# i2s_source_switch_flat

**src/rtl/i2s_source_switch_if.sv**
```systemverilog
// Request handshake between host/button logic and the I2S source switch.
interface i2s_source_switch_if #(
  parameter int SELW = 2
);
  logic [SELW-1:0] req_sel;
  logic            req_valid;
  logic            req_ready;
  logic            req_err;

  modport master (output req_sel, output req_valid, input req_ready, input req_err);
  modport slave  (input req_sel, input req_valid, output req_ready, output req_err);
endinterface

```
**src/rtl/i2s_source_switch.sv**
```systemverilog
// Frame-aligned I2S source switch: mute on LRCK boundaries, change select, settle, unmute.
// Optional DEWILLE_AUTOMUTE_EN: loss of LRCK while idle mutes and re-settles the same source.
module i2s_source_switch #(
  parameter int NSRC        = 4,
  parameter int SELW        = 2,
  parameter int MUTE_FRAMES = 8,
  parameter int LOSS_CYCLES = 4096
) (
  input  logic                clk,
  input  logic                rst,
  i2s_source_switch_if.slave  req,
  input  logic [NSRC-1:0]     lrck_src,
  output logic [SELW-1:0]     active_sel,
  output logic                mute,
  output logic                lock,
  output logic                busy
);

  localparam int              WDW      = $clog2(LOSS_CYCLES + 1);
  localparam int              NPAD     = 1 << SELW;
  localparam logic [WDW-1:0]  WD_MAX   = WDW'(LOSS_CYCLES);
  localparam logic [7:0]      CNT_END  = 8'(MUTE_FRAMES);
  localparam logic [SELW:0]   NSRC_LIM = (SELW+1)'(NSRC);

  typedef enum logic [1:0] {
    IDLE   = 2'd0,
    DRAIN  = 2'd1,
    SWITCH = 2'd2,
    SETTLE = 2'd3
  } state_t;

  state_t          state_q, state_d;
  logic [NSRC-1:0] sync1_q, sync2_q, dly_q, rise_s;
  logic [NPAD-1:0] rise_pad_s;
  logic            rise_act_s, accept_s, bad_sel_s, wd_hit_s;
  logic [SELW-1:0] sel_q, sel_d, tgt_q, tgt_d;
  logic            mute_q, mute_d, lock_q, lock_d;
  logic            busy_q, busy_d, ready_q, ready_d, err_q, err_d;
  logic [7:0]      cnt_q, cnt_d, cnt_inc_s;
  logic [WDW-1:0]  wd_q, wd_d, wd_inc_s;

  // Rise detect on synchronized LRCK and request decode
  always_comb begin
    rise_s                = sync2_q & ~dly_q;
    rise_pad_s            = '0;
    rise_pad_s[NSRC-1:0]  = rise_s;
    rise_act_s            = rise_pad_s[sel_q];
    accept_s              = req.req_valid & ready_q;
    bad_sel_s             = ({1'b0, req.req_sel} >= NSRC_LIM);
    cnt_inc_s             = cnt_q + 8'd1;
    wd_inc_s              = wd_q + WDW'(1);
  end

  // Next-state logic for watchdog, sequencer and registered outputs
  always_comb begin
    state_d = state_q;
    sel_d   = sel_q;
    tgt_d   = tgt_q;
    mute_d  = mute_q;
    cnt_d   = cnt_q;
    err_d   = 1'b0;

    // A rise on the same cycle as expiry wins and keeps lock
    if (rise_act_s) begin
      wd_d     = '0;
      lock_d   = 1'b1;
      wd_hit_s = 1'b0;
    end else if (wd_q == WD_MAX) begin
      wd_d     = wd_q;
      lock_d   = 1'b0;
      wd_hit_s = 1'b1;
    end else begin
      wd_d     = wd_inc_s;
      lock_d   = (wd_inc_s == WD_MAX) ? 1'b0 : lock_q;
      wd_hit_s = (wd_inc_s == WD_MAX);
    end

    case (state_q)
      IDLE: begin
        if (accept_s) begin
          if (bad_sel_s) begin
            err_d = 1'b1;
          end else if (req.req_sel == sel_q) begin
            state_d = IDLE;
          end else begin
            tgt_d   = req.req_sel;
            state_d = DRAIN;
          end
        end
`ifdef DEWILLE_AUTOMUTE_EN
        else if (!lock_q) begin
          mute_d  = 1'b1;
          cnt_d   = 8'd0;
          state_d = SETTLE;
        end
`endif
        else begin
          state_d = IDLE;
        end
      end
      DRAIN: begin
        // mute is still low until the first frame edge after acceptance
        if (!lock_q) begin
          mute_d  = 1'b1;
          state_d = SWITCH;
        end else if (rise_act_s) begin
          if (!mute_q) begin
            mute_d = 1'b1;
            cnt_d  = 8'd0;
          end else if (cnt_inc_s == CNT_END) begin
            cnt_d   = cnt_inc_s;
            state_d = SWITCH;
          end else begin
            cnt_d = cnt_inc_s;
          end
        end else begin
          state_d = DRAIN;
        end
      end
      SWITCH: begin
        sel_d   = tgt_q;
        cnt_d   = 8'd0;
        wd_d    = '0;
        lock_d  = 1'b0;
        state_d = SETTLE;
      end
      SETTLE: begin
        if (rise_act_s) begin
          cnt_d = cnt_inc_s;
          if (cnt_inc_s == CNT_END) begin
            mute_d  = 1'b0;
            state_d = IDLE;
          end else begin
            state_d = SETTLE;
          end
        end else if (wd_hit_s) begin
          cnt_d = 8'd0;
        end else begin
          state_d = SETTLE;
        end
      end
      default: begin
        mute_d  = 1'b1;
        state_d = SETTLE;
      end
    endcase

    busy_d  = (state_d != IDLE);
    ready_d = (state_d == IDLE);
  end

  // State, synchronizers and registered outputs
  always_ff @(posedge clk or posedge rst) begin
    if (rst) begin
      state_q <= SETTLE;
      sync1_q <= '0;
      sync2_q <= '0;
      dly_q   <= '0;
      sel_q   <= '0;
      tgt_q   <= '0;
      mute_q  <= 1'b1;
      lock_q  <= 1'b0;
      busy_q  <= 1'b1;
      ready_q <= 1'b0;
      err_q   <= 1'b0;
      cnt_q   <= 8'd0;
      wd_q    <= '0;
    end else begin
      state_q <= state_d;
      sync1_q <= lrck_src;
      sync2_q <= sync1_q;
      dly_q   <= sync2_q;
      sel_q   <= sel_d;
      tgt_q   <= tgt_d;
      mute_q  <= mute_d;
      lock_q  <= lock_d;
      busy_q  <= busy_d;
      ready_q <= ready_d;
      err_q   <= err_d;
      cnt_q   <= cnt_d;
      wd_q    <= wd_d;
    end
  end

  assign active_sel    = sel_q;
  assign mute          = mute_q;
  assign lock          = lock_q;
  assign busy          = busy_q;
  assign req.req_ready = ready_q;
  assign req.req_err   = err_q;

endmodule

```
**src/flat_wrapper.sv**
```systemverilog
// flat-port wrapper written by rule: the top's interface ports become plain ports
module i2s_source_switch_flat 
#(
  parameter int NSRC        = 4,
  parameter int SELW        = 2,
  parameter int MUTE_FRAMES = 8,
  parameter int LOSS_CYCLES = 4096
)
  (clk, rst, lrck_src, active_sel, mute, lock, busy, req_req_sel, req_req_valid, req_req_ready, req_req_err);
  i2s_source_switch_if #(.SELW(SELW)) req_i ();
  input  logic clk;
  input  logic rst;
  input  logic [NSRC-1:0] lrck_src;
  output logic [SELW-1:0] active_sel;
  output logic mute;
  output logic lock;
  output logic busy;
  input wire logic [$bits(req_i.req_sel)-1:0] req_req_sel;
  input wire logic [$bits(req_i.req_valid)-1:0] req_req_valid;
  output wire logic [$bits(req_i.req_ready)-1:0] req_req_ready;
  output wire logic [$bits(req_i.req_err)-1:0] req_req_err;
  assign req_i.req_sel = req_req_sel;
  assign req_i.req_valid = req_req_valid;
  assign req_req_ready = req_i.req_ready;
  assign req_req_err = req_i.req_err;
  i2s_source_switch #(.NSRC(NSRC), .SELW(SELW), .MUTE_FRAMES(MUTE_FRAMES), .LOSS_CYCLES(LOSS_CYCLES)) u_core (.clk(clk), .rst(rst), .req(req_i), .lrck_src(lrck_src), .active_sel(active_sel), .mute(mute), .lock(lock), .busy(busy));
endmodule
```
**config.mk**
```make
export PLATFORM = sky130hd
export DESIGN_NAME = i2s_source_switch_flat
export DESIGN_NICKNAME = d
export VERILOG_FILES = /design/src/rtl/i2s_source_switch_if.sv /design/src/rtl/i2s_source_switch.sv /design/src/flat_wrapper.sv
export SDC_FILE = /design/constraint.sdc
export NUM_CORES = 1
export LEC_CHECK = 0
export ABC_AREA = 1
export CORE_MARGIN = 5
export CORE_UTILIZATION = 43
export CTS_BUF_LIST = sky130_fd_sc_hd__clkbuf_8
export DETAILED_ROUTE_END_ITERATION = 10
export PLACE_DENSITY = 0.68
export SKIP_CTS_REPAIR_TIMING = 1
export SKIP_LAST_GASP = 1
export SLEW_MARGIN = 25
export SYNTH_ARGS = -nofsm -noshare
export SYNTH_HDL_FRONTEND = slang
export SYNTH_SLANG_ARGS = --single-unit
```
**constraint.sdc**
```tcl
create_clock -name clk -period 2.07 [get_ports clk]
set_clock_uncertainty 0.2 [all_clocks]
set_input_delay 0.3105 -clock clk [delete_from_list [all_inputs] [get_ports clk]]
set_output_delay 0.3105 -clock clk [all_outputs]
set_load 0.005 [all_outputs]
```
# bubble_sort_engine

--- src/rtl/bubble_sort_engine.sv ---
// Odd-even transposition sorter: one parallel compare-swap phase per enabled cycle,
// with early exit once two consecutive phases make no swaps.
module bubble_sort_engine #(
  parameter int WIDTH = 8,
  parameter int N     = 8,
  localparam int PW   = $clog2(N + 1)
) (
  input  logic                 clk,
  input  logic                 rst,
  input  logic                 en,
  input  logic [N*WIDTH-1:0]   in_data,
  input  logic                 in_valid,
  input  logic                 descend,
  output logic                 in_ready,
  output logic [N*WIDTH-1:0]   out_data,
  output logic                 out_valid,
  input  logic                 out_ready,
  output logic [PW-1:0]        phases
);

  typedef enum logic [1:0] {IDLE, SORT, DONE} state_t;

  state_t             r_state;
  state_t             w_state_next;
  logic [WIDTH-1:0]   r_elem [N];
  logic [WIDTH-1:0]   w_next_elem [N];
  logic               r_desc;
  logic               r_odd;
  logic               r_zero_prev;
  logic [PW-1:0]      r_phases;
  logic [PW-1:0]      w_ph_next;
  logic               w_any_swap;
  logic               w_sort_done;

  // Pairs in a phase never overlap, so every swap reads only the registered elements.
  always_comb begin
    w_any_swap = 1'b0;
    for (int i = 0; i < N; i++) w_next_elem[i] = r_elem[i];
    for (int i = 0; i < N - 1; i++) begin
      if (((i % 2) == 1) == r_odd) begin
        if (r_desc ? (r_elem[i] < r_elem[i+1]) : (r_elem[i] > r_elem[i+1])) begin
          w_next_elem[i]   = r_elem[i+1];
          w_next_elem[i+1] = r_elem[i];
          w_any_swap       = 1'b1;
        end
      end
    end
  end

  assign w_ph_next   = r_phases + 1'b1;
  assign w_sort_done = (w_ph_next == PW'(N)) || (!w_any_swap && r_zero_prev);

  always_ff @(posedge clk or negedge rst) begin
    if (!rst) r_state <= IDLE;
    else if (en) r_state <= w_state_next;
  end

  always_comb begin
    w_state_next = r_state;
    unique case (r_state)
      IDLE: if (in_valid) w_state_next = SORT;
      SORT: if (w_sort_done) w_state_next = DONE;
      DONE: if (out_ready) w_state_next = IDLE;
      default: w_state_next = IDLE;
    endcase
  end

  always_ff @(posedge clk or negedge rst) begin
    if (!rst) begin
      for (int i = 0; i < N; i++) r_elem[i] <= '0;
      r_desc      <= 1'b0;
      r_odd       <= 1'b0;
      r_zero_prev <= 1'b0;
      r_phases    <= '0;
    end else if (en) begin
      case (r_state)
        IDLE: if (in_valid) begin
          for (int i = 0; i < N; i++) r_elem[i] <= in_data[i*WIDTH +: WIDTH];
          r_desc      <= descend;
          r_odd       <= 1'b0;
          r_zero_prev <= 1'b0;
          r_phases    <= '0;
        end
        SORT: begin
          for (int i = 0; i < N; i++) r_elem[i] <= w_next_elem[i];
          r_phases    <= w_ph_next;
          r_odd       <= ~r_odd;
          r_zero_prev <= ~w_any_swap;
        end
        default: ;
      endcase
    end
  end

  always_comb begin
    for (int i = 0; i < N; i++) out_data[i*WIDTH +: WIDTH] = r_elem[i];
  end

  assign in_ready  = (r_state == IDLE);
  assign out_valid = (r_state == DONE);
  assign phases    = r_phases;

endmodule

--- config.mk ---
export PLATFORM = sky130hd
export DESIGN_NAME = bubble_sort_engine
export DESIGN_NICKNAME = d
export VERILOG_FILES = /design/src/rtl/bubble_sort_engine.sv
export SDC_FILE = /design/constraint.sdc
export NUM_CORES = 1
export LEC_CHECK = 0
export ABC_AREA = 1
export CAP_MARGIN = 20
export CORE_ASPECT_RATIO = 1.75
export CORE_UTILIZATION = 30
export DETAILED_ROUTE_END_ITERATION = 7
export DONT_BUFFER_PORTS = 1
export PLACE_DENSITY = 0.42
export SETUP_SLACK_MARGIN = 0.2
export SYNTH_ARGS = -nofsm -noshare
export SYNTH_HDL_FRONTEND = slang
export SYNTH_SLANG_ARGS = --single-unit
--- constraint.sdc ---
create_clock -name clk -period 1.7 [get_ports clk]
set_input_delay 0.34 -clock clk [delete_from_list [all_inputs] [get_ports clk]]
set_output_delay 0.34 -clock clk [all_outputs]
set_load 0.01 [all_outputs]

==> screenshots <==
Zoomed window.
shot_01.png
Window x 72 to 92, y 132 to 152 um. Cells in gray, sequential cells in the stronger gray; small squares are vias.
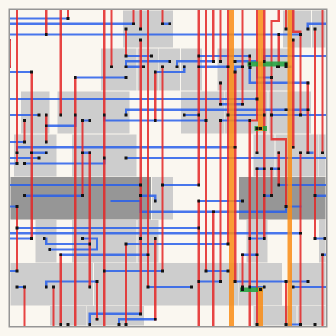
shot_02.png
Window x 52 to 72, y 52 to 72 um. Cells in gray, sequential cells in the stronger gray; small squares are vias.
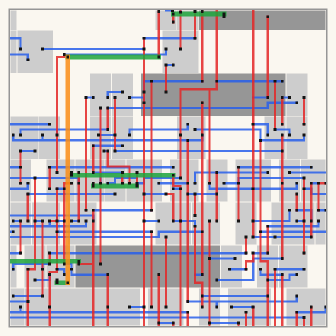
i2s_source_switch_flat -> shot_02.png
bubble_sort_engine -> shot_01.png

Key to shot_01.png:
M3: marked green. M4: marked orange. M1: marked blue. M2: marked red.
Sequential cells in the window: 2. Netlist names of flops here include `out_data` (2). Most frequent: buf_4 (5). 28 logic cells have their middle in the window.

bubble_sort_engine/pinout.png
Bar = 20 um. Pins as bars across the die edge, other pins in gray.
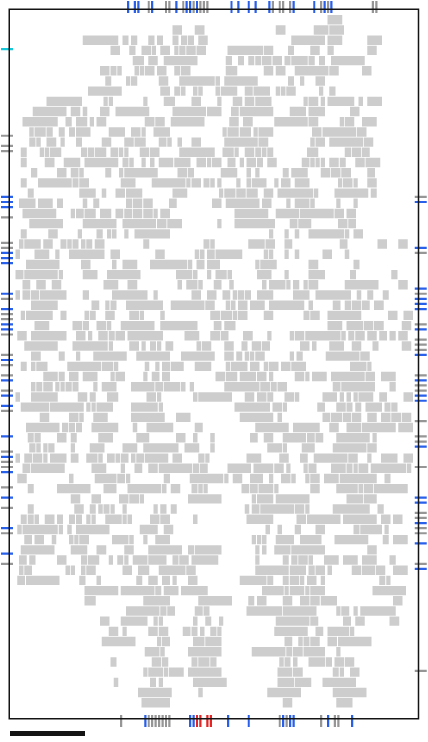
`phases`: marked red, pins 4, direction output, edge bottom. `in_data`: marked blue, pins 64, direction input, edge 20 left, 17 right, 17 top, 10 bottom. `clk`: marked cyan, pins 1, direction input, edge left.
All pins by edge: 43 left, 37 right, 33 top, 27 bottom.

bubble_sort_engine/placed.png
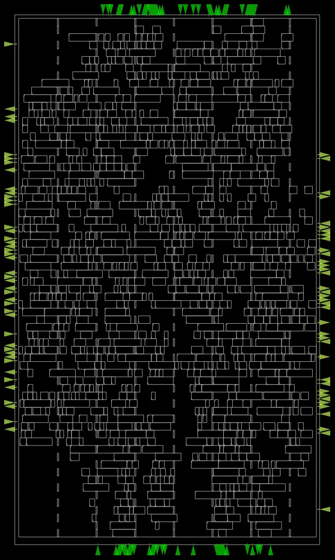
Seq/total area: 0.192
core area: 19,700 sq um
row cnt: 68
n_taps: 245

==> flow_metrics.py, bubble_sort_engine <==
# Flow results
metrics = {
    "run_status": {
        "status": "complete, but fails checks",
        "violations": "negative hold slack, negative setup slack",
    },
    "worst_hold_path": {
        "hp-class": "in -> async",
    },
    "finish": {
        "clk_share": 0.0319,
        "area.combinational_sq_um": 4500,
        "fin_nets": 1163,
        "comb_cells": 606,
        "n_clock_buffer": 14,
    },
    "critical_path": {
        "reg2reg_depth": 14,
        "crit_slowest_cell": "dfrtp_1",
        "cp.buffers_inverters": 4,
    },
    "synthesis": {
        "synth-xor-area-share": 0.00146,
        "synthAdderAreaFrac": 0.119,
        "ys_async_sr_fraction": 1.00,
        "yosysUniqueCellTypes": 38,
        "edf_count": 0,
        "ys_seq_elements": 73,
    },
    "floorplanning": {
        "io_pins": 140,
        "die_y_um": 189,
        "initCoreUtil": 0.305,
    },
    "place": {
        "place_inst": 1228,
        "dpl_worst_slack_ps": -590,
        "place_congestion": 0.939,
    },
    "route": {
        "wl_met3_um": 878,
    },
    "final_timing": {
        "hold_ws_ps": -317,
        "setup_slack_ps": -465,
        "finalSetupViolCount": 67,
        "hold_viol_final": 73,
    },
    "cts": {
        "clkLatencyLatePin_ps": 350,
        "cts_resized": 117,
    },
}
i2s_source_switch_flat/util_map.png
8 x 8 tiles, from white (low) to dark blue (high), 0 to 100% covered.
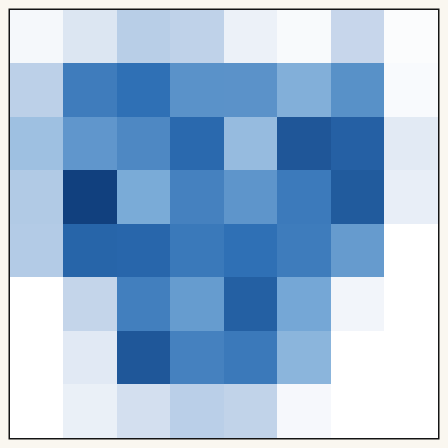
The fullest tile reaches 94%. The densest ninth of the die: middle. The emptiest ninth of the die: bottom right. The mean over all tiles is 40%. 14% of the tiles are nearly empty. 14% of the tiles are over 75% full.

==> flow_metrics.py, i2s_source_switch_flat <==
# Flow results
metrics = {
    "final_timing": {
        "setup_slack_ps": -34.9,
        "tightest_slew_ps": 536,
        "finalSetupViolCount": 8,
    },
    "route": {
        "drt_iter0_drc": 68,
        "vias": 1847,
    },
    "finish": {
        "finalInstanceArea_sq_um": 2780,
        "syn_to_final_growth_pct": 24.4,
    },
    "global_route": {
        "overflow": 0,
        "grt_use_total": 0.146,
    },
    "critical_path": {
        "reg2reg_depth": 12,
        "endpoint_kind": "flop",
    },
    "cts": {
        "clk_pin_slew_ps": 90,
    },
    "floorplanning": {
        "core.rowCount": 26,
    },
    "run_status": {
        "status": "complete, but fails checks",
        "violations": "negative setup slack",
    },
    "place": {
        "dpl_worst_slack_ps": -2.42,
    },
}


## Gallery

Cell sizes after repair.
panel A
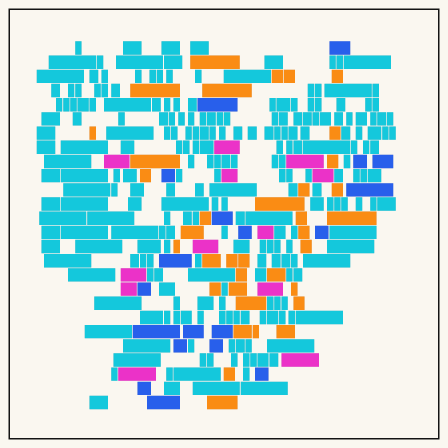
panel B
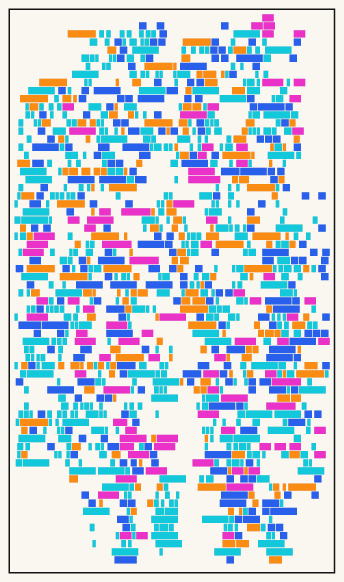
Panel B is bubble_sort_engine.
Panel A is i2s_source_switch_flat.
The one with the most cells is panel B.

Key to panel B:
x2: marked orange, cells 185, most used nand2_2. x6 and larger: marked magenta, cells 85, most used buf_6. x3 and x4: marked blue, cells 240, most used buf_4. x1 and smaller: marked cyan, cells 531, most used nand2_1.

